==================== dht_poller
### src/rtl/dht_pkg.sv
// Shared constants for the DHT22 polling block: FSM encoding, raw frame
// field positions and the humidity plausibility limit.
package dht_pkg;

  // FSM state encoding
  localparam logic [2:0] ST_IDLE  = 3'd0;
  localparam logic [2:0] ST_TRIG  = 3'd1;
  localparam logic [2:0] ST_WAIT  = 3'd2;
  localparam logic [2:0] ST_CHECK = 3'd3;
  localparam logic [2:0] ST_HOLD  = 3'd4;

  // Raw 40-bit frame layout: [39:24] humidity, [23:8] temperature, [7:0] checksum
  localparam int FRAME_W   = 40;
  localparam int HUM_MSB   = 39;
  localparam int HUM_LSB   = 24;
  localparam int TEMP_SIGN = 23;
  localparam int TEMP_MSB  = 22;
  localparam int TEMP_LSB  = 8;
  localparam int SUM_LSB   = 0;

  // Byte lanes covered by the checksum
  localparam int BYTE4_LSB = 32;
  localparam int BYTE3_LSB = 24;
  localparam int BYTE2_LSB = 16;
  localparam int BYTE1_LSB = 8;

  // Largest plausible humidity reading (100.0 %RH)
  localparam logic [15:0] HUM_MAX = 16'd1000;

  typedef logic [FRAME_W-1:0] dht_frame_t;

endpackage

### src/rtl/dht_frame_check.sv
// Combinational validation and unit conversion of one raw DHT22 frame.
// Temperature arrives sign-magnitude and leaves as two's complement.
module dht_frame_check
  import dht_pkg::*;
(
  input  dht_frame_t  frame,
  output logic        ok,
  output logic [15:0] humidity,
  output logic [15:0] temperature
);

  logic [7:0]  sum;
  logic [14:0] temp_mag;

  // 8-bit sum wraps naturally, discarding carries
  assign sum = frame[BYTE4_LSB +: 8] + frame[BYTE3_LSB +: 8]
             + frame[BYTE2_LSB +: 8] + frame[BYTE1_LSB +: 8];

  assign humidity = frame[HUM_MSB:HUM_LSB];
  assign temp_mag = frame[TEMP_MSB:TEMP_LSB];

  // Sign-magnitude to two's complement
  assign temperature = frame[TEMP_SIGN] ? (16'd0 - {1'b0, temp_mag})
                                        : {1'b0, temp_mag};

  // An all-zero frame passes the checksum but means the reader returned nothing
  assign ok = (sum == frame[SUM_LSB +: 8])
           && (frame != '0)
           && (humidity <= HUM_MAX);

endmodule

### src/rtl/dht_poller.sv
// Periodic DHT22 poller: pulses the reader's active-low get input every
// POLL_CYCLES clocks, samples the returned frame SAMPLE_DELAY clocks later,
// and publishes the last good humidity/temperature with error tracking.
module dht_poller
  import dht_pkg::*;
#(
  parameter int POLL_CYCLES  = 2000000,
  parameter int SAMPLE_DELAY = 20000,
  parameter int GET_PULSE    = 4
) (
  input  logic        clk,
  input  logic        reset,
  input  logic        enable,
  output logic        dht_get,
  input  logic [39:0] dht_data,
  output logic [15:0] humidity,
  output logic [15:0] temperature,
  output logic        valid,
  output logic        new_sample,
  output logic        frame_err,
  output logic [7:0]  err_count
);

  localparam int CW = $clog2(POLL_CYCLES);
  localparam logic [CW-1:0] LAST_GET    = CW'(GET_PULSE - 1);
  localparam logic [CW-1:0] LAST_SAMPLE = CW'(SAMPLE_DELAY - 1);
  localparam logic [CW-1:0] LAST_POLL   = CW'(POLL_CYCLES - 1);

  logic [2:0]    state;
  logic [2:0]    state_nxt;
  logic [CW-1:0] cnt;
  logic          en_q;
  dht_frame_t    frame_q;
  logic          chk_ok;
  logic [15:0]   chk_hum;
  logic [15:0]   chk_temp;

  dht_frame_check u_check (
    .frame       (frame_q),
    .ok          (chk_ok),
    .humidity    (chk_hum),
    .temperature (chk_temp)
  );

  // Register enable once so decisions never see it change mid-cycle
  always_ff @(posedge clk or negedge reset) begin
    // NOTE: sequential state uses non-blocking assignments so every flop
    // samples pre-edge values regardless of statement order.
    if (!reset) en_q <= 1'b0;
    else        en_q <= enable;
  end

  // Next-state decode; enable is only consulted at the poll boundaries,
  // so a started trigger/sample cycle always runs to completion
  always_comb begin
    // NOTE: default first so no path leaves state_nxt unassigned (no latch).
    state_nxt = state;
    case (state)
      ST_IDLE:  if (en_q)              state_nxt = ST_TRIG;
      ST_TRIG:  if (cnt == LAST_GET)    state_nxt = ST_WAIT;
      ST_WAIT:  if (cnt == LAST_SAMPLE) state_nxt = ST_CHECK;
      ST_CHECK:                         state_nxt = ST_HOLD;
      ST_HOLD:  if (cnt == LAST_POLL)   state_nxt = en_q ? ST_TRIG : ST_IDLE;
      default:                          state_nxt = ST_IDLE;
    endcase
  end

  // State register
  always_ff @(posedge clk or negedge reset) begin
    if (!reset) state <= ST_IDLE;
    else        state <= state_nxt;
  end

  // Poll counter: zero while idle and on the first trigger cycle of each poll
  always_ff @(posedge clk or negedge reset) begin
    if (!reset)                                              cnt <= '0;
    else if (state == ST_IDLE || (state == ST_HOLD && cnt == LAST_POLL)) cnt <= '0;
    else                                                     cnt <= cnt + 1'b1;
  end

  // Registered trigger output; reset forces it high immediately
  always_ff @(posedge clk or negedge reset) begin
    if (!reset) dht_get <= 1'b1;
    else        dht_get <= (state_nxt != ST_TRIG);
  end

  // Capture the reader's frame on the way into CHECK
  always_ff @(posedge clk or negedge reset) begin
    if (!reset)                                          frame_q <= '0;
    else if (state == ST_WAIT && state_nxt == ST_CHECK)  frame_q <= dht_data;
  end

  // Publish the checked frame at the end of CHECK
  always_ff @(posedge clk or negedge reset) begin
    if (!reset) begin
      humidity    <= '0;
      temperature <= '0;
      valid       <= 1'b0;
      new_sample  <= 1'b0;
      frame_err   <= 1'b0;
      err_count   <= '0;
    end else begin
      new_sample <= 1'b0;
      if (state == ST_CHECK) begin
        if (chk_ok) begin
          humidity    <= chk_hum;
          temperature <= chk_temp;
          valid       <= 1'b1;
          new_sample  <= 1'b1;
          frame_err   <= 1'b0;
        end else begin
          frame_err <= 1'b1;
          if (err_count != 8'hFF) err_count <= err_count + 8'd1;
        end
      end
    end
  end

endmodule

### config.mk
export PLATFORM = sky130hd
export DESIGN_NAME = dht_poller
export DESIGN_NICKNAME = d
export VERILOG_FILES = /design/src/rtl/dht_pkg.sv /design/src/rtl/dht_frame_check.sv /design/src/rtl/dht_poller.sv
export SDC_FILE = /design/constraint.sdc
export NUM_CORES = 1
export LEC_CHECK = 0
export CAP_MARGIN = 20
export CORE_AREA = 4 4 106 108
export CTS_CLUSTER_DIAMETER = 150
export CTS_CLUSTER_SIZE = 12
export DETAILED_ROUTE_END_ITERATION = 10
export DIE_AREA = 0 0 110 112
export PLACE_DENSITY = 0.79
export RECOVER_POWER = 100
export REMOVE_ABC_BUFFERS = 1
export SETUP_SLACK_MARGIN = 0.3
export SYNTH_ARGS = -nofsm -noshare
export SYNTH_HDL_FRONTEND = slang
export SYNTH_SLANG_ARGS = --single-unit
export TNS_END_PERCENT = 20
### constraint.sdc
create_clock -name clk -period 4.7 [get_ports clk]
set_clock_uncertainty 0.15 [all_clocks]
set_input_delay 0.94 -clock clk [delete_from_list [all_inputs] [get_ports clk]]
set_output_delay 0.94 -clock clk [all_outputs]
set_load 0.005 [all_outputs]
==================== seq_detect_param
File: config.mk
export PLATFORM = sky130hd
export DESIGN_NAME = seq_detect_param
export DESIGN_NICKNAME = d
export VERILOG_FILES = /design/src/rtl/seq_detect_pkg.sv /design/src/rtl/sat_counter.sv /design/src/rtl/seq_detect_param.sv
export SDC_FILE = /design/constraint.sdc
export NUM_CORES = 1
export LEC_CHECK = 0
export CORE_ASPECT_RATIO = 1.25
export CORE_MARGIN = 3
export CORE_UTILIZATION = 40
export CTS_BUF_LIST = sky130_fd_sc_hd__clkbuf_8
export DETAILED_ROUTE_END_ITERATION = 8
export PLACE_DENSITY = 0.67
export SYNTH_ARGS = -nofsm -noshare
export SYNTH_HDL_FRONTEND = slang
export SYNTH_SLANG_ARGS = --single-unit
File: constraint.sdc
create_clock -name clk -period 2.2 [get_ports clk]
set_input_delay 0.44 -clock clk [delete_from_list [all_inputs] [get_ports clk]]
set_output_delay 0.44 -clock clk [all_outputs]
set_load 0.02 [all_outputs]
File: src/rtl/seq_detect_pkg.sv
// Shared types and helpers for the parametrised serial sequence detector.
package seq_detect_pkg;

  typedef enum logic [1:0] {
    ST_IDLE   = 2'd0,
    ST_FILL   = 2'd1,
    ST_DETECT = 2'd2
  } state_e;

  function automatic int unsigned clog2(input int unsigned v);
    int unsigned r;
    int unsigned x;
    r = 0;
    x = v - 1;
    while (x != 0) begin
      r = r + 1;
      x = x >> 1;
    end
    return r;
  endfunction

endpackage

File: src/rtl/sat_counter.sv
// Saturating up-counter with synchronous clear and a registered all-ones flag.
module sat_counter #(
  parameter int unsigned W = 8
) (
  input  logic         clk,
  input  logic         rst_n,
  input  logic         clr_i,
  input  logic         inc_i,
  output logic [W-1:0] cnt_o,
  output logic         sat_o
);

  localparam logic [W-1:0] CNT_MAX = '1;

  logic [W-1:0] cnt_q, cnt_d;
  logic         sat_q, sat_d;

  always_comb begin
    cnt_d = cnt_q;
    if (clr_i) begin
      cnt_d = '0;
    end else if (inc_i && (cnt_q != CNT_MAX)) begin
      cnt_d = cnt_q + 1'b1;
    end
    sat_d = (cnt_d == CNT_MAX);
  end

  always_ff @(posedge clk or negedge rst_n) begin
    if (!rst_n) begin
      cnt_q <= '0;
      sat_q <= 1'b0;
    end else begin
      cnt_q <= cnt_d;
      sat_q <= sat_d;
    end
  end

  assign cnt_o = cnt_q;
  assign sat_o = sat_q;

endmodule

File: src/rtl/seq_detect_param.sv
// Serial pattern detector with reloadable pattern, valid qualifier and match counter.
// state     | meaning
// ST_IDLE   | en low, nothing sampled
// ST_FILL   | fewer than PAT_LEN-1 bits collected
// ST_DETECT | every sampled bit completes a candidate word
module seq_detect_param
  import seq_detect_pkg::*;
#(
  parameter int unsigned        PAT_LEN  = 4,
  parameter logic [PAT_LEN-1:0] PAT_INIT = 4'b1001,
  parameter bit                 OVERLAP  = 1'b1,
  parameter int unsigned        CNT_W    = 8
) (
  input  logic               clk,
  input  logic               rst,
  input  logic               en,
  input  logic               din,
  input  logic               din_valid,
  input  logic               clear,
  input  logic               pat_load,
  input  logic [PAT_LEN-1:0] pat_in,
  output logic               dout,
  output logic [CNT_W-1:0]   match_cnt,
  output logic               cnt_sat,
  output logic               busy
);

  localparam int unsigned     FW        = clog2(PAT_LEN + 1);
  localparam logic [FW-1:0]   FILL_LAST = FW'(PAT_LEN - 1);
  localparam logic [FW-1:0]   FILL_FULL = FW'(PAT_LEN);

  state_e             state_q, state_d;
  // Only PAT_LEN-1 history bits are ever needed: the newest bit comes from din.
  logic [PAT_LEN-2:0] hist_q, hist_d;
  logic [PAT_LEN-1:0] pat_q, pat_d;
  logic [FW-1:0]      fill_q, fill_d;
  logic               dout_q, dout_d;
  logic [PAT_LEN-1:0] cand;
  logic               sample;
  logic               match;

  assign cand   = {hist_q, din};
  assign sample = en & din_valid & ~clear & ~pat_load &
                  ((state_q == ST_FILL) | (state_q == ST_DETECT));
  assign match  = sample & (fill_q >= FILL_LAST) & (cand == pat_q);

  always_ff @(posedge clk or negedge rst) begin
    if (!rst) begin
      state_q <= ST_IDLE;
      hist_q  <= '0;
      pat_q   <= PAT_INIT;
      fill_q  <= '0;
      dout_q  <= 1'b0;
    end else begin
      state_q <= state_d;
      hist_q  <= hist_d;
      pat_q   <= pat_d;
      fill_q  <= fill_d;
      dout_q  <= dout_d;
    end
  end

  always_comb begin
    state_d = state_q;
    hist_d  = hist_q;
    pat_d   = pat_q;
    fill_d  = fill_q;
    dout_d  = 1'b0;
    if (clear) begin
      hist_d  = '0;
      fill_d  = '0;
      state_d = en ? ST_FILL : ST_IDLE;
    end else if (pat_load) begin
      pat_d   = pat_in;
      hist_d  = '0;
      fill_d  = '0;
      state_d = en ? ST_FILL : ST_IDLE;
    end else if (!en) begin
      hist_d  = '0;
      fill_d  = '0;
      state_d = ST_IDLE;
    end else begin
      case (state_q)
        ST_IDLE: state_d = ST_FILL;
        ST_FILL: begin
          if (sample) begin
            hist_d = cand[PAT_LEN-2:0];
            fill_d = fill_q + 1'b1;
            if ((fill_q + 1'b1) == FILL_LAST) state_d = ST_DETECT;
          end
        end
        ST_DETECT: begin
          if (sample) begin
            dout_d = match;
            if (match && !OVERLAP) begin
              hist_d  = '0;
              fill_d  = '0;
              state_d = ST_FILL;
            end else begin
              hist_d = cand[PAT_LEN-2:0];
              if (fill_q != FILL_FULL) fill_d = fill_q + 1'b1;
            end
          end
        end
        default: begin
          hist_d  = '0;
          fill_d  = '0;
          state_d = ST_IDLE;
        end
      endcase
    end
  end

  always_comb begin
    dout = dout_q;
    busy = (state_q != ST_IDLE);
  end

  sat_counter #(
    .W(CNT_W)
  ) u_cnt (
    .clk   (clk),
    .rst_n (rst),
    .clr_i (clear),
    .inc_i (match),
    .cnt_o (match_cnt),
    .sat_o (cnt_sat)
  );

endmodule


==> screenshots <==
I/O pins on the die edge.
(a)
(6 px per um) Pins as bars across the die edge, other pins in grey.
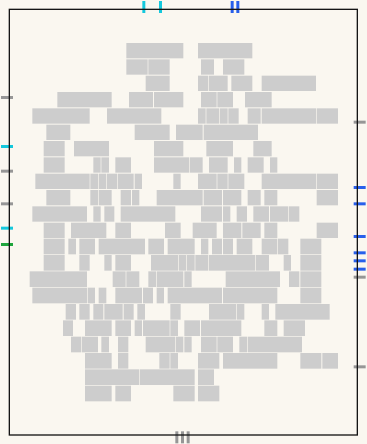
(b)
(4 px per um) Pins as bars across the die edge, other pins in grey.
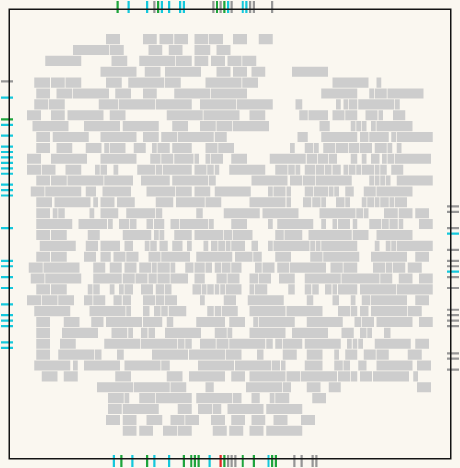
- dht_poller = (b)
- seq_detect_param = (a)
- largest die: (b)
- most pins: (b)

Fig. 1: dht_poller, nets reached from selected ports
(2 px per um)
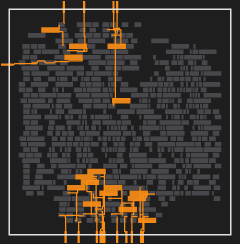
Key: humidity = orange [bits 16, direction output, edge 11 south, 4 north, 1 west, end cells 16, buffers 16, wire 544 um]
I/O pin count: 87
Port Buffer Count: 86

==> flow_summary.json, dht_poller <==
{
  "final_max_slew_viol_count": 116,
  "cap_violations": 2,
  "tool_warnings": 25,
  "final_hold_viol_count": 0,
  "synth-seq-cells": 109,
  "clockPowerShare": 0.310,
  "route.met3.wl_um": 629,
  "failing_checks": "max-capacitance violations, max-slew violations",
  "core_area_um2": 10200,
  "final_cells": 697,
  "drt-met1-wl_um": 4690,
  "final.hold.worst_slack_ns": 0.322,
  "first_global_vias": 3976,
  "required_ns": 4.84,
  "async_reset_ff_frac": 1.00,
  "layout-area-overhead-vs-synth_pct": 20.7,
  "drt_iter0_drc": 234,
  "multi_input_comb_area_um2": 2520,
  "largest_register_ffs": 40,
  "pwr_density_cell_nw_per_um2": 288,
  "combPwrFrac": 0.144,
  "fill_count": 811,
  "end_kind": "flip-flop",
  "slew_headroom": -0.564,
  "status": "complete, but fails checks"
}
-- dht_poller: power by group through the flow --
stage | combinational, uW | sequential, uW | clock (uW)
finish | 272 | 1030 | 589
floorplan | 140 | 1040 | 0
global placement | 283 | 1050 | 0
global route | 307 | 1040 | 643
detailed placement | 291 | 1050 | 0
CTS | 293 | 1040 | 604
-- dht_poller: layout make-up --
cell class | count | area share
repair buffers | 93 | 0.135
inverters | 15 | 0.00856
well taps | 136 | 0.0259
clock buffers | 11 | 0.0215
multi-input cells | 328 | 0.384
clock inverters | 5 | 0.00971
flip-flops and latches | 109 | 0.415
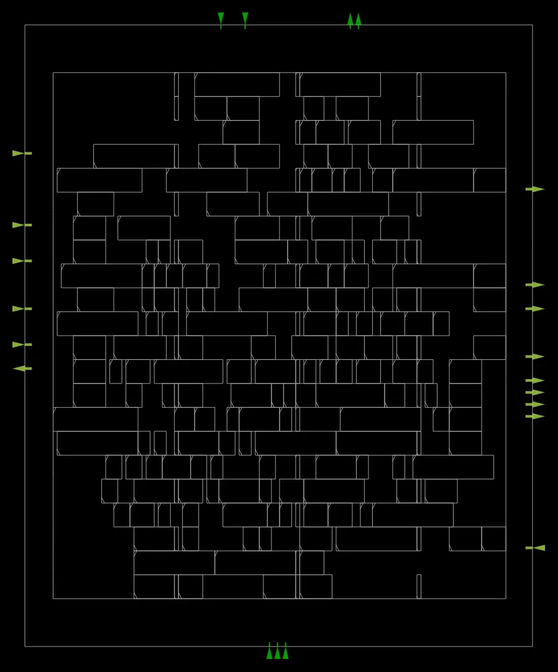
Fig. 2. Cell outlines without signal wires (seq_detect_param).
fill count: 284
filler-free cell count of the finished design: 213
tap cells: 36

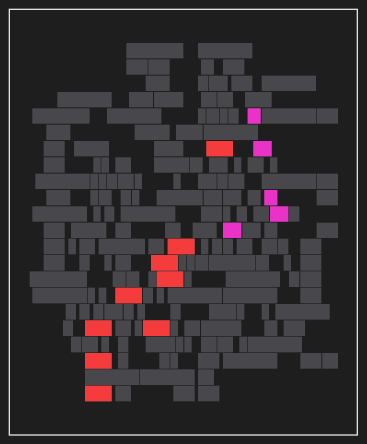
Fig. 3. Selected gate families (seq_detect_param).
(6 px per um)
Key: AND and OR gates = magenta [cells 5, most used and4_1, where east]; adder and majority cells = red [cells 9, most used ha_1]
Top cell excl fill/tap: sky130_fd_sc_hd__clkdlybuf4s50_1
logic share of the area: 0.431

==> flow_summary.json, seq_detect_param <==
{
  "status": "finished, final reports clean",
  "worstPathBufferInverterCount": 2,
  "timing.reg2reg.setup_slack_ns": 0.08,
  "worst_slack_ns": 0.0786,
  "biggest_consumer": "registers",
  "via_count": 1147,
  "fin_tns_setup_ns": 0,
  "netlist_top_cells_area": "sky130_fd_sc_hd__dfrtp_1 (37%), sky130_fd_sc_hd__ha_1 (8.4%), sky130_fd_sc_hd__nor2_1 (4.2%), sky130_fd_sc_hd__dfstp_2 (3.9%), sky130_fd_sc_hd__xnor2_1 (3.9%)",
  "fmax_mhz": 471,
  "crit-reg2reg-capture": "u_cnt.sat_o",
  "synthesis.area_um2": 1340,
  "worst-r2r-cell-count": 10,
  "dp_hpwl_um": 2190,
  "timing.critical_path.arrival_ns": 2.28,
  "worst-path-stages": 10,
  "enable_flop_cells": 0,
  "buf_share": 0.193,
  "worst_pin_slew_ns": 0.570,
  "most-common-layout-cells": "sky130_fd_sc_hd__clkdlybuf4s50_1 (21), sky130_fd_sc_hd__dfrtp_1 (19), sky130_fd_sc_hd__buf_4 (17)",
  "synth.area.mux_share": 0.0411,
  "ys_cells": 137,
  "wl_per_cell_um": 14.6,
  "io_pins": 22,
  "sequential_cell_total": 22,
  "power.net_switching_uw": 219,
  "gp_congestion": 0.819,
  "final-seq-area_um2": 554,
  "final_cell_area_um2": 1810,
  "cts.clk_slew.worst_paths_ns": 0.08,
  "antennaDiodeCount": 0
}
[seq_detect_param: per-layer routing]
metal,GRT usage,share of wire,vias to the layer above,wire (um)
li1,-,-,555,-
met3,0.0219,0.034,9,104
met1,0.178,0.40,557,1240
met2,0.271,0.54,26,1690
met5,0,0,-,0
met4,0.0851,0.025,0,78
[seq_detect_param: repair_timing]
| action | CTS | global route |
|---|---|---|
| resized | 0 | 9 |
| endpoints found under the setup margin | 0 | 2 |
| buffers inserted | 0 | 2 |

==================== alu_branch_resolve_stage
Fig. 4: alu_branch_resolve_stage, cell outlines without signal wires
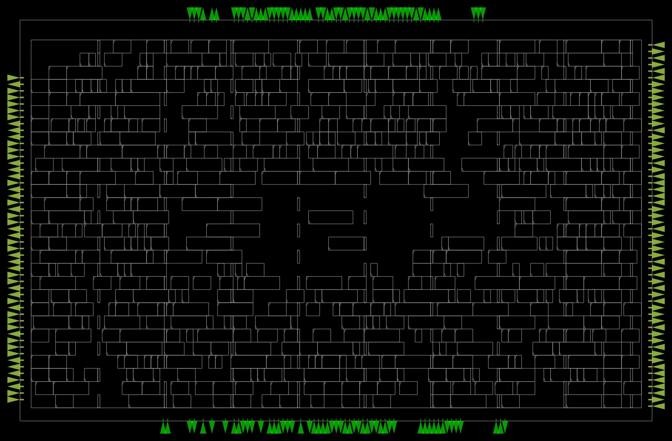

`config.mk`:
```
export PLATFORM = sky130hd
export DESIGN_NAME = alu_branch_resolve_stage
export DESIGN_NICKNAME = d
export VERILOG_FILES = /design/src/rtl/alu_branch_resolve_stage.sv
export SDC_FILE = /design/constraint.sdc
export NUM_CORES = 1
export LEC_CHECK = 0
export CAP_MARGIN = 20
export CORE_AREA = 2 2 129 81
export DETAILED_ROUTE_END_ITERATION = 6
export DIE_AREA = 0 0 131 83
export PLACE_DENSITY = 0.83
export SETUP_SLACK_MARGIN = 0.5
export SLEW_MARGIN = 20
export SYNTH_ARGS = -nofsm -noshare
export SYNTH_HDL_FRONTEND = slang
export SYNTH_SLANG_ARGS = --single-unit
```
`constraint.sdc`:
```
create_clock -name clk -period 4.2 [get_ports clk]
set_input_delay 0.84 -clock clk [delete_from_list [all_inputs] [get_ports clk]]
set_output_delay 0.84 -clock clk [all_outputs]
set_load 0.01 [all_outputs]
```
`src/rtl/alu_branch_resolve_stage.sv`:
```
// alu_branch_resolve_stage
// Registered stage after the ALU. It captures the ALU result, keeps the
// architectural flag register {Z,S,C,V}, resolves conditional and
// unconditional branches, and presents next-PC, redirect and link-register
// write data to writeback through a one-entry output register.
//
// Handshake (both sides): a transfer happens on a rising edge where
// valid && ready are both high. A producer holds valid and its payload stable
// until the transfer. in_ready depends only on the output register state and
// out_ready (never on in_valid). The output payload is stable for as long as
// out_valid && !out_ready.

module alu_branch_resolve_stage #(
    parameter int WIDTH = 32
) (
    input  logic             clk,
    input  logic             rst,

    // upstream side
    input  logic             in_valid,
    output logic             in_ready,
    input  logic [WIDTH-1:0] ALUres,
    input  logic             zeroFlag,
    input  logic             signFlag,
    input  logic             carryFlag,
    input  logic             overflow,
    input  logic             flag_we,
    input  logic [3:0]       br_op,
    input  logic [WIDTH-1:0] pc_plus4,
    input  logic [WIDTH-1:0] br_target,

    // downstream side
    output logic             out_valid,
    input  logic             out_ready,
    output logic [WIDTH-1:0] res_q,
    output logic [WIDTH-1:0] next_pc,
    output logic             redirect,
    output logic             link_we,
    output logic [WIDTH-1:0] link_data,
    output logic             illegal_br,
    output logic [3:0]       flags_q
);

    // Branch opcodes. Anything above BR_BNCY is illegal.
    localparam logic [3:0] BR_NONE = 4'd0;
    localparam logic [3:0] BR_B    = 4'd1;
    localparam logic [3:0] BR_BR   = 4'd2;
    localparam logic [3:0] BR_BL   = 4'd3;
    localparam logic [3:0] BR_BLTZ = 4'd4;
    localparam logic [3:0] BR_BZ   = 4'd5;
    localparam logic [3:0] BR_BNZ  = 4'd6;
    localparam logic [3:0] BR_BCY  = 4'd7;
    localparam logic [3:0] BR_BNCY = 4'd8;

    // Bit positions inside flags_q.
    localparam int FLAG_Z = 3;
    localparam int FLAG_S = 2;
    localparam int FLAG_C = 1;
    localparam int FLAG_V = 0;

    logic             accept;
    logic             taken;
    logic             is_link;
    logic             is_illegal;
    logic [WIDTH-1:0] next_pc_d;
    logic [WIDTH-1:0] link_data_d;
    logic [3:0]       flags_d;
    logic             stored_carry;

    // The output slot is free when empty or being drained this cycle.
    assign in_ready = !out_valid || out_ready;
    assign accept   = in_valid && in_ready;

    // bcy/bncy look at the carry as it stood before this instruction, so a
    // flag-writing bcy/bncy still branches on the previous C.
    assign stored_carry = flags_q[FLAG_C];

    // Decode br_op into taken / link / illegal.
    always_comb begin
        taken      = 1'b0;
        is_link    = 1'b0;
        is_illegal = 1'b0;
        case (br_op)
            BR_NONE: taken = 1'b0;
            BR_B:    taken = 1'b1;
            BR_BR:   taken = 1'b1;
            BR_BL: begin
                taken   = 1'b1;
                is_link = 1'b1;
            end
            // The ALU passes rs through for these, so its live flags
            // describe the operand being tested.
            BR_BLTZ: taken = signFlag;
            BR_BZ:   taken = zeroFlag;
            BR_BNZ:  taken = !zeroFlag;
            BR_BCY:  taken = stored_carry;
            BR_BNCY: taken = !stored_carry;
            default: begin
                taken      = 1'b0;
                is_illegal = 1'b1;
            end
        endcase
    end

    // Select next PC, link data and the candidate flag value.
    always_comb begin
        next_pc_d   = taken ? br_target : pc_plus4;
        link_data_d = is_link ? pc_plus4 : '0;
        flags_d     = flags_q;
        if (flag_we) begin
            flags_d[FLAG_Z] = zeroFlag;
            flags_d[FLAG_S] = signFlag;
            flags_d[FLAG_C] = carryFlag;
            flags_d[FLAG_V] = overflow;
        end
    end

    // One-entry output register: load on accept, empty on drain, else hold.
    always_ff @(posedge clk) begin
        if (rst) begin
            out_valid  <= 1'b0;
            res_q      <= '0;
            next_pc    <= '0;
            redirect   <= 1'b0;
            link_we    <= 1'b0;
            link_data  <= '0;
            illegal_br <= 1'b0;
        end else if (accept) begin
            out_valid  <= 1'b1;
            res_q      <= ALUres;
            next_pc    <= next_pc_d;
            redirect   <= taken;
            link_we    <= is_link;
            link_data  <= link_data_d;
            illegal_br <= is_illegal;
        end else if (out_ready) begin
            // Data registers keep their last values once drained.
            out_valid  <= 1'b0;
        end
    end

    // Architectural flags change only on an accepted flag-writing instruction.
    always_ff @(posedge clk) begin
        if (rst) begin
            flags_q <= '0;
        end else if (accept) begin
            flags_q <= flags_d;
        end
    end

endmodule

```
==================== fetch_unit_flat
## src/rtl/fetch_unit_if.sv

```systemverilog
// Bus between the fetch unit and its neighbours: RAM data in, controller strobes in,
// decoded instruction fields, flags, PC and RAM address out. No handshake; strobes act per cycle.
interface fetch_unit_if #(
    parameter int AW = 7,
    parameter int OW = 4,
    parameter int DW = 12,
    parameter int CW = 16
);
    logic [DW-1:0] DBUS;
    logic          PC_EN;
    logic          PC_LOAD;
    logic          IR_EN;
    logic          RDR_EN;
    logic          ALU_EN;
    logic          CF_IN;
    logic          OF_IN;
    logic          SF_IN;
    logic          ZF_IN;

    logic [OW-1:0] OPCODE;
    logic          I;
    logic [AW-1:0] ADDR;
    logic          CF;
    logic          OF;
    logic          SF;
    logic          ZF;
    logic [AW-1:0] PC;
    logic [AW-1:0] OPADDR;
    logic [AW-1:0] MEM_ADDR;
    logic [CW-1:0] ICOUNT;

    modport master (
        output DBUS, PC_EN, PC_LOAD, IR_EN, RDR_EN, ALU_EN, CF_IN, OF_IN, SF_IN, ZF_IN,
        input  OPCODE, I, ADDR, CF, OF, SF, ZF, PC, OPADDR, MEM_ADDR, ICOUNT
    );

    modport slave (
        input  DBUS, PC_EN, PC_LOAD, IR_EN, RDR_EN, ALU_EN, CF_IN, OF_IN, SF_IN, ZF_IN,
        output OPCODE, I, ADDR, CF, OF, SF, ZF, PC, OPADDR, MEM_ADDR, ICOUNT
    );
endinterface

```

## src/rtl/fetch_unit.sv

```systemverilog
// PC/IR/EA/flag registers plus retired-instruction counter; all state updates one edge after the strobe.
// MEM_ADDR and OPADDR are combinational from registers (MEM_ADDR also from IR_EN); no backpressure.
module fetch_unit #(
    parameter int AW = 7,
    parameter int OW = 4,
    parameter int DW = 12,
    parameter int CW = 16
) (
    input logic         CLK,
    input logic         RST,
    fetch_unit_if.slave bus
);
    logic [AW-1:0] pc_q, pc_d;
    logic [DW-1:0] ir_q, ir_d;
    logic [AW-1:0] ea_q, ea_d;
    logic [3:0]    flags_q, flags_d;
    logic [CW-1:0] icount_q, icount_d;
    logic [AW-1:0] opaddr;

    // Indirect bit picks the pointer fetched into EA over the IR's direct address.
    assign opaddr = ir_q[AW] ? ea_q : ir_q[AW-1:0];

    always_comb begin
        pc_d     = pc_q;
        ir_d     = ir_q;
        ea_d     = ea_q;
        flags_d  = flags_q;
        icount_d = icount_q;

        if (bus.PC_LOAD) begin
            pc_d = opaddr;
        end else if (bus.PC_EN) begin
            pc_d = pc_q + AW'(1);
        end

        if (bus.IR_EN) begin
            ir_d     = bus.DBUS;
            icount_d = icount_q + CW'(1);
        end

        if (bus.RDR_EN) begin
            ea_d = bus.DBUS[AW-1:0];
        end

        if (bus.ALU_EN) begin
            flags_d = {bus.CF_IN, bus.OF_IN, bus.SF_IN, bus.ZF_IN};
        end
    end

    always_ff @(posedge CLK) begin
        if (RST) begin
            pc_q     <= '0;
            ir_q     <= '0;
            ea_q     <= '0;
            flags_q  <= '0;
            icount_q <= '0;
        end else begin
            pc_q     <= pc_d;
            ir_q     <= ir_d;
            ea_q     <= ea_d;
            flags_q  <= flags_d;
            icount_q <= icount_d;
        end
    end

    assign bus.OPCODE   = ir_q[DW-1:DW-OW];
    assign bus.I        = ir_q[AW];
    assign bus.ADDR     = ir_q[AW-1:0];
    assign bus.CF       = flags_q[3];
    assign bus.OF       = flags_q[2];
    assign bus.SF       = flags_q[1];
    assign bus.ZF       = flags_q[0];
    assign bus.PC       = pc_q;
    assign bus.OPADDR   = opaddr;
    assign bus.MEM_ADDR = bus.IR_EN ? pc_q : opaddr;
    assign bus.ICOUNT   = icount_q;
endmodule

```

## src/flat_wrapper.sv

```systemverilog
// flat-port wrapper written by rule: the top's interface ports become plain ports
module fetch_unit_flat 
#(
    parameter int AW = 7,
    parameter int OW = 4,
    parameter int DW = 12,
    parameter int CW = 16
)
  (CLK, RST, bus_DBUS, bus_PC_EN, bus_PC_LOAD, bus_IR_EN, bus_RDR_EN, bus_ALU_EN, bus_CF_IN, bus_OF_IN, bus_SF_IN, bus_ZF_IN, bus_OPCODE, bus_I, bus_ADDR, bus_CF, bus_OF, bus_SF, bus_ZF, bus_PC, bus_OPADDR, bus_MEM_ADDR, bus_ICOUNT);
  fetch_unit_if #(.AW(AW), .OW(OW), .DW(DW), .CW(CW)) bus_i ();
  input logic CLK;
  input logic RST;
  input wire logic [$bits(bus_i.DBUS)-1:0] bus_DBUS;
  input wire logic [$bits(bus_i.PC_EN)-1:0] bus_PC_EN;
  input wire logic [$bits(bus_i.PC_LOAD)-1:0] bus_PC_LOAD;
  input wire logic [$bits(bus_i.IR_EN)-1:0] bus_IR_EN;
  input wire logic [$bits(bus_i.RDR_EN)-1:0] bus_RDR_EN;
  input wire logic [$bits(bus_i.ALU_EN)-1:0] bus_ALU_EN;
  input wire logic [$bits(bus_i.CF_IN)-1:0] bus_CF_IN;
  input wire logic [$bits(bus_i.OF_IN)-1:0] bus_OF_IN;
  input wire logic [$bits(bus_i.SF_IN)-1:0] bus_SF_IN;
  input wire logic [$bits(bus_i.ZF_IN)-1:0] bus_ZF_IN;
  output wire logic [$bits(bus_i.OPCODE)-1:0] bus_OPCODE;
  output wire logic [$bits(bus_i.I)-1:0] bus_I;
  output wire logic [$bits(bus_i.ADDR)-1:0] bus_ADDR;
  output wire logic [$bits(bus_i.CF)-1:0] bus_CF;
  output wire logic [$bits(bus_i.OF)-1:0] bus_OF;
  output wire logic [$bits(bus_i.SF)-1:0] bus_SF;
  output wire logic [$bits(bus_i.ZF)-1:0] bus_ZF;
  output wire logic [$bits(bus_i.PC)-1:0] bus_PC;
  output wire logic [$bits(bus_i.OPADDR)-1:0] bus_OPADDR;
  output wire logic [$bits(bus_i.MEM_ADDR)-1:0] bus_MEM_ADDR;
  output wire logic [$bits(bus_i.ICOUNT)-1:0] bus_ICOUNT;
  assign bus_i.DBUS = bus_DBUS;
  assign bus_i.PC_EN = bus_PC_EN;
  assign bus_i.PC_LOAD = bus_PC_LOAD;
  assign bus_i.IR_EN = bus_IR_EN;
  assign bus_i.RDR_EN = bus_RDR_EN;
  assign bus_i.ALU_EN = bus_ALU_EN;
  assign bus_i.CF_IN = bus_CF_IN;
  assign bus_i.OF_IN = bus_OF_IN;
  assign bus_i.SF_IN = bus_SF_IN;
  assign bus_i.ZF_IN = bus_ZF_IN;
  assign bus_OPCODE = bus_i.OPCODE;
  assign bus_I = bus_i.I;
  assign bus_ADDR = bus_i.ADDR;
  assign bus_CF = bus_i.CF;
  assign bus_OF = bus_i.OF;
  assign bus_SF = bus_i.SF;
  assign bus_ZF = bus_i.ZF;
  assign bus_PC = bus_i.PC;
  assign bus_OPADDR = bus_i.OPADDR;
  assign bus_MEM_ADDR = bus_i.MEM_ADDR;
  assign bus_ICOUNT = bus_i.ICOUNT;
  fetch_unit #(.AW(AW), .OW(OW), .DW(DW), .CW(CW)) u_core (.CLK(CLK), .RST(RST), .bus(bus_i));
endmodule
```

## config.mk

```make
export PLATFORM = sky130hd
export DESIGN_NAME = fetch_unit_flat
export DESIGN_NICKNAME = d
export VERILOG_FILES = /design/src/rtl/fetch_unit_if.sv /design/src/rtl/fetch_unit.sv /design/src/flat_wrapper.sv
export SDC_FILE = /design/constraint.sdc
export NUM_CORES = 1
export LEC_CHECK = 0
export CORE_MARGIN = 10
export CORE_UTILIZATION = 48
export DETAILED_ROUTE_END_ITERATION = 12
export GPL_ROUTABILITY_DRIVEN = 0
export GPL_TIMING_DRIVEN = 0
export PLACE_DENSITY = 0.85
export SLEW_MARGIN = 20
export SYNTH_ARGS = -nofsm -noshare
export SYNTH_HDL_FRONTEND = slang
export SYNTH_SLANG_ARGS = --single-unit
```

## constraint.sdc

```tcl
create_clock -name CLK -period 3.55 [get_ports CLK]
set_clock_uncertainty 0.1 [all_clocks]
set_input_delay 0.71 -clock CLK [delete_from_list [all_inputs] [get_ports CLK]]
set_output_delay 0.71 -clock CLK [all_outputs]
set_load 0.05 [all_outputs]
```

==================== x_delay_line_ctrl
--- config.mk ---
export PLATFORM = sky130hd
export DESIGN_NAME = x_delay_line_ctrl
export DESIGN_NICKNAME = d
export VERILOG_FILES = /design/src/rtl/x_delay_line_ctrl.sv
export SDC_FILE = /design/constraint.sdc
export NUM_CORES = 1
export LEC_CHECK = 0
export CORE_ASPECT_RATIO = 0.75
export CORE_MARGIN = 5
export CORE_UTILIZATION = 60
export CTS_CLUSTER_SIZE = 25
export DETAILED_ROUTE_END_ITERATION = 10
export PLACE_DENSITY = 0.86
export SYNTH_ARGS = -nofsm -noshare
export SYNTH_HDL_FRONTEND = slang
export SYNTH_SLANG_ARGS = --single-unit
--- constraint.sdc ---
create_clock -name i_clk -period 17.46 [get_ports i_clk]
set_input_delay 1.746 -clock i_clk [delete_from_list [all_inputs] [get_ports i_clk]]
set_output_delay 1.746 -clock i_clk [all_outputs]
set_load 0.05 [all_outputs]
--- src/rtl/x_delay_line_ctrl.sv ---
// Launch/readout controller for the FPGA delay line: fires the launch edge, waits out
// the cell resolvers, captures the tap vector and returns popcount/bubble/overflow.
module x_delay_line_ctrl #(
  parameter int p_taps = 64,
  parameter int p_sync = 4,
  parameter int p_cw   = $clog2(p_taps + 1)
) (
  input  logic              i_clk,
  input  logic              i_rst,
  input  logic              i_start,
  output logic              o_busy,
  output logic              o_launch,
  input  logic [p_taps-1:0] i_taps,
  output logic              o_valid,
  input  logic              i_ready,
  output logic [p_cw-1:0]   o_count,
  output logic              o_bubble,
  output logic              o_ovf
);

  localparam int LP_CNTW = $clog2(p_sync + 2);
  localparam logic [LP_CNTW-1:0] LP_LAST  = LP_CNTW'(p_sync);
  localparam logic [LP_CNTW-1:0] LP_CINC  = LP_CNTW'(1);
  localparam logic [p_taps-1:0]  LP_TINC  = {{(p_taps-1){1'b0}}, 1'b1};

  typedef enum logic [2:0] {
    S_IDLE,
    S_SETTLE,
    S_ENCODE,
    S_OUT,
    S_DRAIN
  } state_t;

  state_t              r_state, w_state_nxt;
  logic [LP_CNTW-1:0]  r_cnt, w_cnt_nxt;
  logic                r_launch, w_launch_nxt;
  logic                r_valid, w_valid_nxt;
  logic                r_busy;
  logic                w_cap_ld, w_enc;
  logic [p_taps-1:0]   r_cap;
  logic [p_cw-1:0]     r_count, w_pop;
  logic                r_bubble, w_bubble;
  logic                r_ovf, w_ovf;

  always_comb begin
    w_state_nxt  = r_state;
    w_cnt_nxt    = r_cnt;
    w_launch_nxt = r_launch;
    w_valid_nxt  = r_valid;
    w_cap_ld     = 1'b0;
    w_enc        = 1'b0;
    case (r_state)
      S_IDLE: begin
        if (i_start) begin
          w_launch_nxt = 1'b1;
          w_cnt_nxt    = '0;
          w_state_nxt  = S_SETTLE;
        end
      end
      S_SETTLE: begin
        if (r_cnt == LP_LAST) begin
          w_cap_ld    = 1'b1;
          w_state_nxt = S_ENCODE;
        end else begin
          w_cnt_nxt = r_cnt + LP_CINC;
        end
      end
      S_ENCODE: begin
        w_enc       = 1'b1;
        w_valid_nxt = 1'b1;
        w_state_nxt = S_OUT;
      end
      S_OUT: begin
        if (i_ready) begin
          w_valid_nxt  = 1'b0;
          w_launch_nxt = 1'b0;
          w_cnt_nxt    = '0;
          w_state_nxt  = S_DRAIN;
        end
      end
      S_DRAIN: begin
        if (r_cnt == LP_LAST) begin
          w_state_nxt = S_IDLE;
        end else begin
          w_cnt_nxt = r_cnt + LP_CINC;
        end
      end
      default: begin
        w_launch_nxt = 1'b0;
        w_valid_nxt  = 1'b0;
        w_cnt_nxt    = '0;
        w_state_nxt  = S_DRAIN;
      end
    endcase
  end

  always_comb begin
    w_pop = '0;
    for (int unsigned i = 0; i < p_taps; i++) begin
      w_pop = w_pop + p_cw'(r_cap[i]);
    end
  end

  // A clean 0..01..1 code plus one is a power of two, so it shares no set bit with itself.
  assign w_bubble = |(r_cap & (r_cap + LP_TINC));
  assign w_ovf    = &r_cap;

  always_ff @(posedge i_clk or posedge i_rst) begin
    if (i_rst) begin
      r_state  <= S_DRAIN;
      r_cnt    <= '0;
      r_launch <= 1'b0;
      r_valid  <= 1'b0;
      r_busy   <= 1'b1;
      r_cap    <= '0;
      r_count  <= '0;
      r_bubble <= 1'b0;
      r_ovf    <= 1'b0;
    end else begin
      r_state  <= w_state_nxt;
      r_cnt    <= w_cnt_nxt;
      r_launch <= w_launch_nxt;
      r_valid  <= w_valid_nxt;
      r_busy   <= (w_state_nxt != S_IDLE);
      if (w_cap_ld) begin
        r_cap <= i_taps;
      end
      if (w_enc) begin
        r_count  <= w_pop;
        r_bubble <= w_bubble;
        r_ovf    <= w_ovf;
      end
    end
  end

  assign o_busy   = r_busy;
  assign o_launch = r_launch;
  assign o_valid  = r_valid;
  assign o_count  = r_count;
  assign o_bubble = r_bubble;
  assign o_ovf    = r_ovf;

endmodule

==================== xvec_deserializer_flat
--- config.mk ---
export PLATFORM = sky130hd
export DESIGN_NAME = xvec_deserializer_flat
export DESIGN_NICKNAME = d
export VERILOG_FILES = /design/src/rtl/xvec_pkg.sv /design/src/rtl/xvec_deserializer_if.sv /design/src/rtl/xvec_deserializer.sv /design/src/flat_wrapper.sv
export SDC_FILE = /design/constraint.sdc
export NUM_CORES = 1
export LEC_CHECK = 0
export CORE_MARGIN = 1.5
export CORE_UTILIZATION = 46
export CTS_BUF_LIST = sky130_fd_sc_hd__clkbuf_16
export DETAILED_ROUTE_END_ITERATION = 12
export PLACE_DENSITY = 0.77
export SYNTH_ARGS = -nofsm -noshare
export SYNTH_HDL_FRONTEND = slang
export SYNTH_SLANG_ARGS = --single-unit
export TNS_END_PERCENT = 100
--- constraint.sdc ---
create_clock -name Clock -period 1.85 [get_ports Clock]
set_input_delay 0.2775 -clock Clock [delete_from_list [all_inputs] [get_ports Clock]]
set_output_delay 0.2775 -clock Clock [all_outputs]
set_load 0.005 [all_outputs]
--- src/rtl/xvec_pkg.sv ---
// Shared definitions for the x-vector deserializer
// and the logic blocks that consume its vector.
package xvec_pkg;

    typedef enum logic [1:0] {
        IDLE  = 2'd0,
        SHIFT = 2'd1,
        HOLD  = 2'd2
    } state_t;

    localparam int XVEC_N      = 3;
    localparam int XVEC_FCNT_W = 8;

endpackage

--- src/rtl/xvec_deserializer_if.sv ---
// Serial-in / parallel-out handshake bundle.
// master drives serial bits and consumes x; slave is the deserializer.
interface xvec_deserializer_if
    import xvec_pkg::*;
#(
    parameter int N = XVEC_N
) ();

    logic         sin_valid;
    logic         sin_data;
    logic         frame_start;
    logic         sin_ready;
    logic [N-1:0] x_out;
    logic         x_valid;
    logic         x_ready;

    modport master (
        output sin_valid, sin_data, frame_start, x_ready,
        input  sin_ready, x_out, x_valid
    );

    modport slave (
        input  sin_valid, sin_data, frame_start, x_ready,
        output sin_ready, x_out, x_valid
    );

endinterface

--- src/rtl/xvec_deserializer.sv ---
// LSB-first framed serial-to-parallel converter with
// valid/ready on both sides, sticky error flags and a frame counter.
module xvec_deserializer
    import xvec_pkg::*;
#(
    parameter int N      = XVEC_N,
    parameter int FCNT_W = XVEC_FCNT_W
) (
    input  logic              Clock,
    input  logic              Resetn,
    xvec_deserializer_if.slave bus,
    output logic              err_abort,
    output logic              err_stray,
    input  logic              clear_err,
    output logic [FCNT_W-1:0] frame_cnt
);

    localparam int CNT_W = $clog2(N + 1);

    state_t            state_q, state_d;
    logic [CNT_W-1:0]  cnt_q, cnt_d;
    logic [N-1:0]      x_q, x_d;
    logic [FCNT_W-1:0] fcnt_q, fcnt_d;
    logic              acc, hof, last;
    logic              load0, shift_in;
    logic              abort_set, stray_set;

    assign acc  = bus.sin_valid & bus.sin_ready;
    assign hof  = bus.x_valid & bus.x_ready;
    assign last = (cnt_q == CNT_W'(N - 1));

    assign bus.x_out = x_q;
    assign frame_cnt = fcnt_q;

    // FSM state register
    always_ff @(posedge Clock or negedge Resetn) begin
        if (!Resetn) state_q <= IDLE;
        else         state_q <= state_d;
    end

    // FSM next state and datapath action decode
    always_comb begin
        state_d   = state_q;
        load0     = 1'b0;
        shift_in  = 1'b0;
        abort_set = 1'b0;
        stray_set = 1'b0;
        unique case (state_q)
            IDLE: begin
                if (acc && bus.frame_start) begin
                    load0   = 1'b1;
                    state_d = (N == 1) ? HOLD : SHIFT;
                end else if (acc) begin
                    stray_set = 1'b1;
                end
            end
            SHIFT: begin
                if (acc && bus.frame_start) begin
                    load0     = 1'b1;
                    abort_set = 1'b1;
                end else if (acc) begin
                    shift_in = 1'b1;
                    if (last) state_d = HOLD;
                end
            end
            HOLD: begin
                if (hof) begin
                    state_d = IDLE;
                    if (acc && bus.frame_start) begin
                        load0   = 1'b1;
                        state_d = (N == 1) ? HOLD : SHIFT;
                    end else if (acc) begin
                        stray_set = 1'b1;
                    end
                end
            end
            default: state_d = IDLE;
        endcase
    end

    // FSM outputs: ready is gated by reset and by a held frame
    always_comb begin
        bus.x_valid   = (state_q == HOLD);
        bus.sin_ready = Resetn &
                        ((state_q != HOLD) | bus.x_ready);
    end

    // Next vector, bit index and frame count
    always_comb begin
        x_d    = x_q;
        cnt_d  = cnt_q;
        fcnt_d = fcnt_q;
        if (hof) fcnt_d = fcnt_q + FCNT_W'(1);
        if (load0) begin
            x_d[0] = bus.sin_data;
            cnt_d  = CNT_W'(1);
        end else if (shift_in) begin
            for (int i = 0; i < N; i++) begin
                if (cnt_q == CNT_W'(i)) x_d[i] = bus.sin_data;
            end
            cnt_d = cnt_q + CNT_W'(1);
        end
    end

    // Datapath registers; clear_err beats a same-cycle flag set
    always_ff @(posedge Clock or negedge Resetn) begin
        if (!Resetn) begin
            x_q       <= '0;
            cnt_q     <= '0;
            fcnt_q    <= '0;
            err_abort <= 1'b0;
            err_stray <= 1'b0;
        end else begin
            x_q    <= x_d;
            cnt_q  <= cnt_d;
            fcnt_q <= fcnt_d;
            if (clear_err) begin
                err_abort <= 1'b0;
                err_stray <= 1'b0;
            end else begin
                if (abort_set) err_abort <= 1'b1;
                if (stray_set) err_stray <= 1'b1;
            end
        end
    end

endmodule
--- src/flat_wrapper.sv ---
// flat-port wrapper written by rule: the top's interface ports become plain ports
module xvec_deserializer_flat import xvec_pkg::*;
#(
    parameter int N      = XVEC_N,
    parameter int FCNT_W = XVEC_FCNT_W
)
  (Clock, Resetn, err_abort, err_stray, clear_err, frame_cnt, bus_sin_valid, bus_sin_data, bus_frame_start, bus_x_ready, bus_sin_ready, bus_x_out, bus_x_valid);
  xvec_deserializer_if #(.N(N)) bus_i ();
  input  logic Clock;
  input  logic Resetn;
  output logic err_abort;
  output logic err_stray;
  input  logic clear_err;
  output logic [FCNT_W-1:0] frame_cnt;
  input wire logic [$bits(bus_i.sin_valid)-1:0] bus_sin_valid;
  input wire logic [$bits(bus_i.sin_data)-1:0] bus_sin_data;
  input wire logic [$bits(bus_i.frame_start)-1:0] bus_frame_start;
  input wire logic [$bits(bus_i.x_ready)-1:0] bus_x_ready;
  output wire logic [$bits(bus_i.sin_ready)-1:0] bus_sin_ready;
  output wire logic [$bits(bus_i.x_out)-1:0] bus_x_out;
  output wire logic [$bits(bus_i.x_valid)-1:0] bus_x_valid;
  assign bus_i.sin_valid = bus_sin_valid;
  assign bus_i.sin_data = bus_sin_data;
  assign bus_i.frame_start = bus_frame_start;
  assign bus_i.x_ready = bus_x_ready;
  assign bus_sin_ready = bus_i.sin_ready;
  assign bus_x_out = bus_i.x_out;
  assign bus_x_valid = bus_i.x_valid;
  xvec_deserializer #(.N(N), .FCNT_W(FCNT_W)) u_core (.Clock(Clock), .Resetn(Resetn), .bus(bus_i), .err_abort(err_abort), .err_stray(err_stray), .clear_err(clear_err), .frame_cnt(frame_cnt));
endmodule
Fig. 5: xvec_deserializer_flat, cell outlines without signal wires
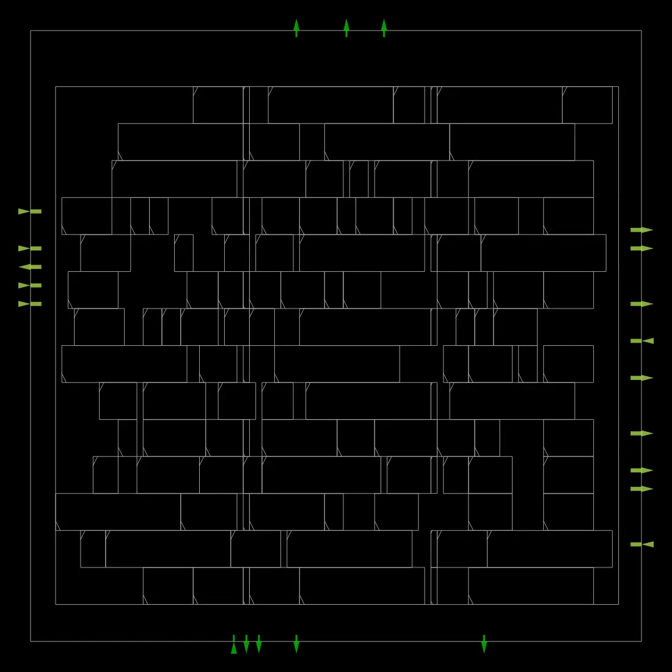
fraction of area in registers: 0.359
tap cells: 16
Placement Rows: 14
share of the core filled with cells: 0.753

==> flow_summary.json, xvec_deserializer_flat <==
{
  "timing.critical_path.arrival_ns": 1.47,
  "cts-buffers-inserted": 3,
  "global_route.usage.met3": 0.0520,
  "worst-r2r-cell-count": 4,
  "required_ns": 1.57,
  "end_kind": "primary output",
  "aggregate_routed_wire_length_um": 1690,
  "setup.worst_path.start": "u_core.state_q[0]",
  "dp.cells": 116,
  "slew_headroom": 0.697,
  "dieArea_um2": 2020,
  "worst-path-stages": 2,
  "yosysTopAreaCellShare": 0.526,
  "drt_iter0_drc": 11,
  "wl_per_cell_um": 14.1,
  "inv_count": 4,
  "average_size_of_a_mapped_cell_um2": 11.5,
  "timing.reg2reg.setup_slack_ns": 0.39,
  "crit-reg2reg-capture": "u_core.bus.x_out[1]",
  "final.hold.worst_slack_ns": 0.221,
  "worst_slack_ns": 0.105,
  "status": "finished, final reports clean",
  "drt-met1-wl_um": 735,
  "worst_pin_slew_ns": 0.442,
  "via_count": 650
}
==> xvec_deserializer_flat: cells by family after synthesis <==
| group | after synthesis | synth area share |
|---|---|---|
| AND-OR/OR-AND | 10 | 0.0836 |
| XOR/XNOR | 7 | 0.0759 |
| buffers and inverters | 4 | 0.0186 |
| multiplexers | 4 | 0.0650 |
| adder cells (fa/ha/maj) | 4 | 0.0619 |
| flip-flops | 17 | 0.526 |
| AND/OR/NAND/NOR | 24 | 0.169 |
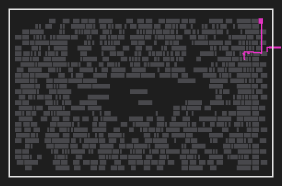
Fig. 6. Nets reached from selected ports (alu_branch_resolve_stage).
(2 px per um)
Key: in_ready = magenta [bits 1, direction output, edge east, end cells 1, buffers 1, wire 36.4 um]
I/O pin count: 214
Port Buffer Count: 213

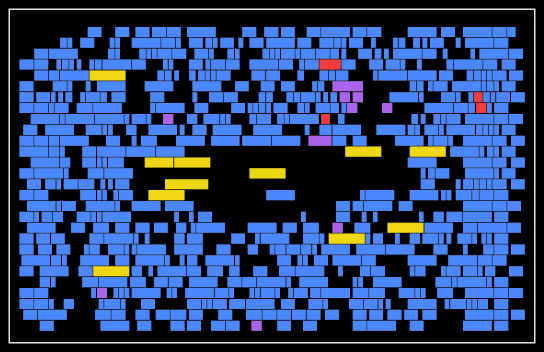
Fig. 7. Drive-strength map (alu_branch_resolve_stage).
(4 px per um)
Key: _2 cells = red [cells 4, share 0.63%]; _6 and larger = yellow [cells 11, share 1.7%]; _0 and _1 cells = blue [cells 607, share 96%]; _3 and _4 cells = purple [cells 10, share 1.6%]
setup ws final: 1.30 ns
Non-clk bufs: 217
post-route standard cell area excluding fillers: 6320 um^2
post-synthesis to final-layout area growth: 63.8%

## Picture notes: Fig. 4
tap cells: 135
filler-free cell count of the finished design: 767
share of the core filled with cells: 0.656
fill count: 769
Placement Rows: 28

==> flow_summary.json, alu_branch_resolve_stage <==
{
  "status": "finished, final reports clean",
  "synth.lib_cells_used.distinct": 25,
  "slew_headroom": 0.301,
  "cp_slowest_stage_delay_ns": 0.56,
  "synthFlopType": "sky130_fd_sc_hd__dfxtp_1",
  "worst_path_dominant_cell_family": "buffers and inverters",
  "largest_registers": "link_data: 32 flops, next_pc: 32 flops, res_q: 32 flops",
  "final-seq-area_um2": 2080,
  "synth-seq-cells": 104,
  "die_h_um": 83,
  "worstPathBufferInverterCount": 2,
  "final_hold_viol_count": 0,
  "dieArea_um2": 10900,
  "async_reset_ff_frac": 0,
  "dominant_cell_by_count_in_the_synthesized_netlist": "sky130_fd_sc_hd__dfxtp_1",
  "worst-path-stages": 3,
  "most-common-layout-cells": "sky130_fd_sc_hd__clkdlybuf4s50_1 (212), sky130_fd_sc_hd__dfxtp_1 (104), sky130_fd_sc_hd__nor2_1 (99)",
  "top_area_cell": "sky130_fd_sc_hd__dfxtp_1",
  "crit-reg2reg-capture": "next_pc[21]",
  "grt_pass1_wl_um": 19300,
  "final.hold.worst_slack_ns": 0.451,
  "tritoncts_clock_tree": "built",
  "grt_max_degree": 105,
  "top_cell_excl_fill_tap": "sky130_fd_sc_hd__clkdlybuf4s50_1",
  "required_ns": 3.36,
  "route.met3.wl_um": 1100,
  "netlist_top_cells_area": "sky130_fd_sc_hd__dfxtp_1 (54%), sky130_fd_sc_hd__nor2_1 (9.6%), sky130_fd_sc_hd__o221a_1 (9.3%), sky130_fd_sc_hd__nand2_1 (7.1%), sky130_fd_sc_hd__a22oi_1 (6.2%)",
  "post_route_cells_drive_above_1_share": 0.0396,
  "netlist_top_cells_count": "sky130_fd_sc_hd__dfxtp_1 (104), sky130_fd_sc_hd__nor2_1 (99), sky130_fd_sc_hd__nand2_1 (73)",
  "worst_pin_slew_ns": 1.05
}
alu_branch_resolve_stage: cell type report:
class / instances / share of cell area
well taps: 135 / 0.0267
inverters: 2 / 0.00119
clock inverters: 5 / 0.00950
flip-flops and latches: 104 / 0.330
repair buffers: 217 / 0.344
clock buffers: 9 / 0.0356
multi-input cells: 295 / 0.254
alu_branch_resolve_stage: cells by family after synthesis:
logic type	synth area share
flip-flops	0.540
AND-OR/OR-AND	0.219
AND/OR/NAND/NOR	0.188
buffers and inverters	0.0509
multiplexers	0.00259
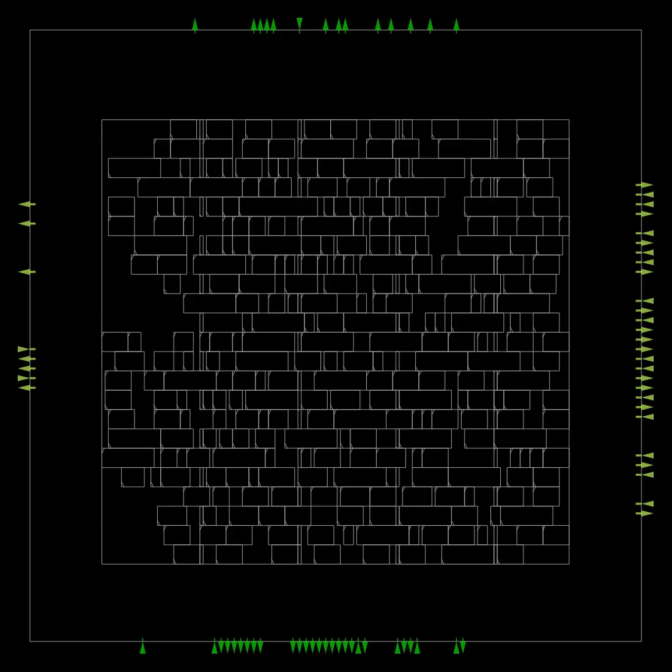
Fig. 8. Cell outlines without signal wires (fetch_unit_flat).
Placement Rows: 23
share of the core filled with cells: 0.724
flop count: 46
placeable core region: 4120 um^2
filler-free cell count of the finished design: 346

==> flow_summary.json, fetch_unit_flat <==
{
  "met2_routing_resource_usage_after_global_routing": 0.275,
  "synthesis.instances": 217,
  "inv_count": 4,
  "cap_violations": 0,
  "min_period_ns": 3.09,
  "yosys.area_share.adder": 0.0119,
  "dp_hpwl_um": 4580,
  "wl_per_cell_um": 17.3,
  "yosysTopAreaCellShare": 0.439,
  "top_cell_excl_fill_tap": "sky130_fd_sc_hd__clkdlybuf4s50_1",
  "busiest_layer": "met2",
  "tool_warnings": 26,
  "post_route_cells_drive_above_1_share": 0.118,
  "timing.critical_path.arrival_ns": 2.28,
  "ys_cells": 217,
  "comb-cell-share": 0.367,
  "top_layer": "met4",
  "status": "finished, final reports clean",
  "drt_iter0_drc": 134,
  "final_hold_viol_count": 0,
  "synthSimpleGateAreaFrac": 0.190,
  "grt_usage": 0.162,
  "slew_headroom": 0.639,
  "clkbuf_count": 6,
  "multi_input_comb_area_um2": 1090,
  "seq-cell-share": 0.309
}
==> fetch_unit_flat: path summary, 6_finish.rpt <==
path	endpoint	cells past startpoint	slack [ns]	from
max reg2reg	u_core.bus.ICOUNT[12]	4	1.78	u_core.bus.ICOUNT[3]
min reg2reg	u_core.ir_q[8]	2	0.40	u_core.ir_q[8]
min	u_core.ir_q[8]	2	0.40	u_core.ir_q[8]
max	bus_MEM_ADDR[1]	4	0.46	bus_IR_EN
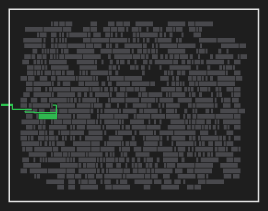
Fig. 9. Nets reached from selected ports (x_delay_line_ctrl).
(2 px per um)
Key: o_ovf = green [bits 1, direction output, edge west, end cells 1, buffers 1, wire 36.5 um]
I/O pin count: 80
Port Buffer Count: 79

==> flow_summary.json, x_delay_line_ctrl <==
{
  "first_global_vias": 4939,
  "grt_pass1_wl_um": 25500,
  "clock_cell_area_share": 0.0457,
  "worst_slack_ns": 11.29,
  "enable_flop_cells": 0,
  "n_all_buffers": 81,
  "clkbuf_count": 11,
  "die_h_um": 95.4,
  "status": "finished, final reports clean",
  "fmax_mhz": 162,
  "buf_share": 0.114,
  "netlist_top_cells_area": "sky130_fd_sc_hd__dfrtp_1 (34%), sky130_fd_sc_hd__fa_1 (19%), sky130_fd_sc_hd__inv_1 (6.2%), sky130_fd_sc_hd__nand2_1 (5.2%), sky130_fd_sc_hd__o21ai_0 (5.0%)",
  "timing.critical_path.fanout_max": 5,
  "synth.lib_cells_used.distinct": 54,
  "worst_setup_path_endpoint": "o_count[5]",
  "drt_iter0_drc": 413,
  "comb-cell-share": 0.474,
  "place_area_um2": 6740,
  "final_hold_viol_count": 0,
  "wl_per_cell_um": 19.2,
  "top_area_cell": "sky130_fd_sc_hd__dfrtp_1",
  "ctsLongestPathBuffers": 2,
  "num_tap_cells": 132,
  "slew_headroom": 0.315,
  "detail-route-antenna-nets": 0,
  "grt_max_degree": 83,
  "clock_tree.htree_level_count": 3,
  "yosys.area_share.adder": 0.226,
  "end_kind": "flip-flop",
  "final.hold.worst_slack_ns": 0.492,
  "dp_hpwl_um": 12100,
  "async_reset_ff_frac": 1.00,
  "worstSetupPathType": "flip-flop to flip-flop",
  "worst_path_dominant_cell_family": "adder cells",
  "yosysTopAreaCellShare": 0.343,
  "avgViaCountPerCell": 5.87,
  "post_route_cells_drive_above_1_share": 0.0836
}
[x_delay_line_ctrl: placed cells by master, fill, tap and decap left out, drive strengths merged, types with 4 or more instances in the layout]
cell type	instances
inv	96
nand2	81
dfrtp	80
clkdlybuf4s50	79
o21ai	59
fa	54
mux2	25
nor2	23
nand3	23
nand4	22
ha	19
a21oi	17
clkbuf	11
nor3	10
nor4	10
a22oi	6
a31oi	5
a21o	5
xnor2	4
o31ai	4


==> gallery <==
I/O pins on the die edge.
panel A
(6 px per um) Pins as bars across the die edge, other pins in grey.
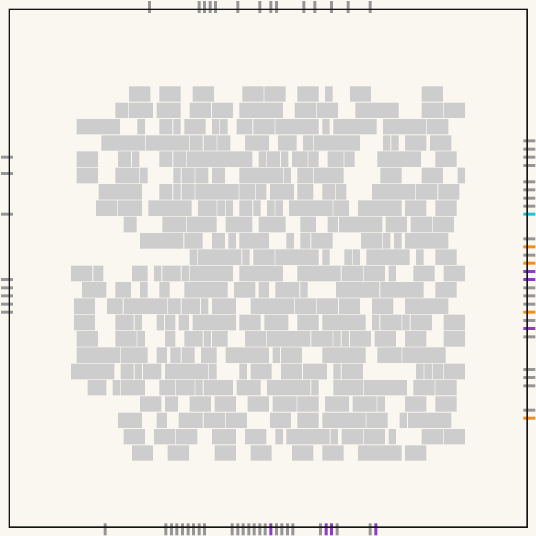
panel B
(4 px per um) Pins as bars across the die edge, other pins in grey.
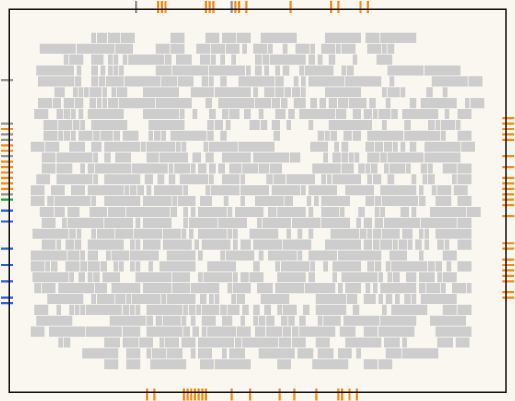
panel C
(4 px per um) Pins as bars across the die edge, other pins in grey.
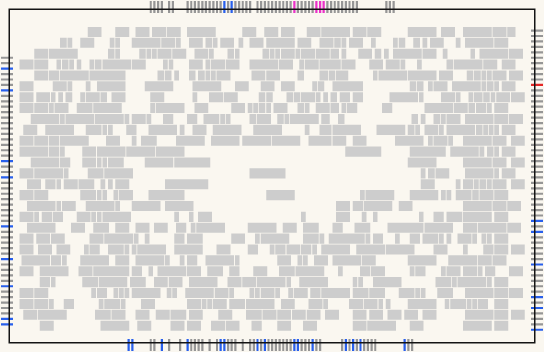
panel D
(12 px per um) Pins as bars across the die edge, other pins in grey.
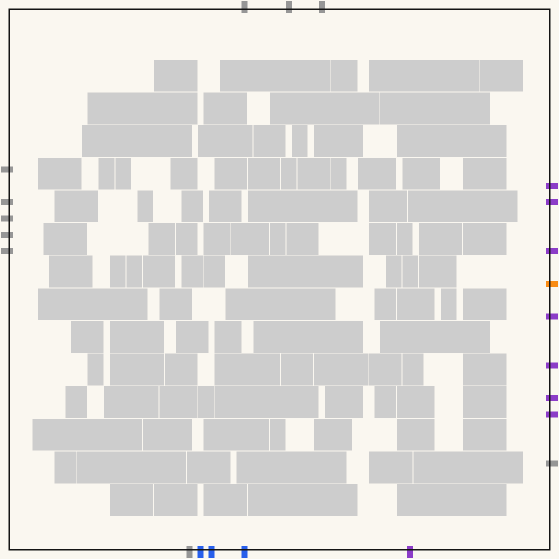
- most pins: panel C
- fewest pins: panel D
- panel B = x_delay_line_ctrl
- panel D = xvec_deserializer_flat
- panel C = alu_branch_resolve_stage
- panel A = fetch_unit_flat


==> gallery <==
Selected gate families.
picture 1
(4 px per um)
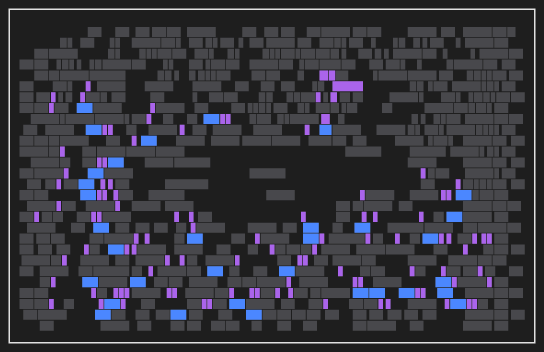
picture 2
(6 px per um)
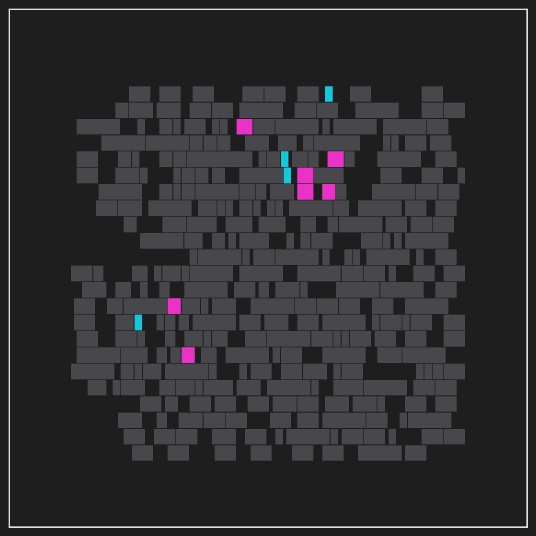
picture 3
(4 px per um)
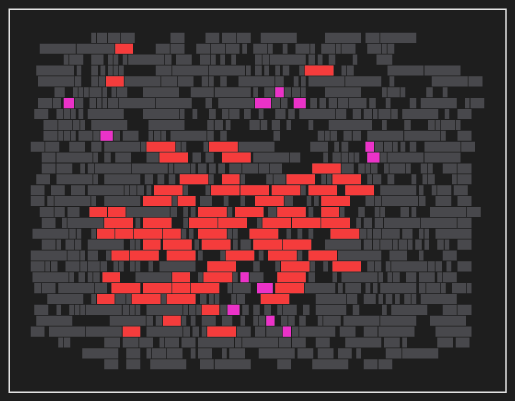
picture 4
(12 px per um)
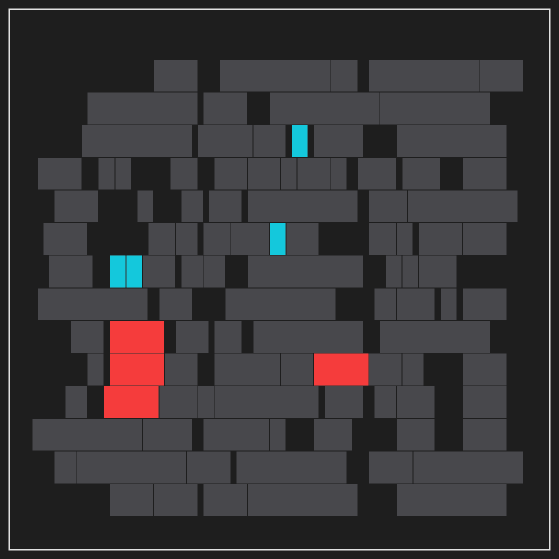
picture 5
(4 px per um)
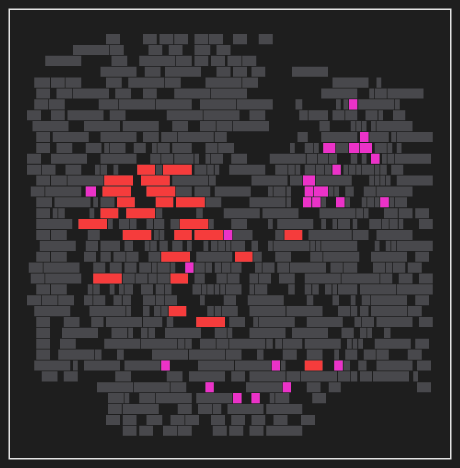
- picture 5 = dht_poller
- picture 4 = xvec_deserializer_flat
- picture 3 = x_delay_line_ctrl
- picture 2 = fetch_unit_flat
- picture 1 = alu_branch_resolve_stage
Of these, smallest die: picture 4

Key to picture 2:
Key: AND and OR gates = magenta [cells 7, most used or4_1]; inverters = cyan [cells 4, most used inv_1]

Power and IR drop assume default switching activity.
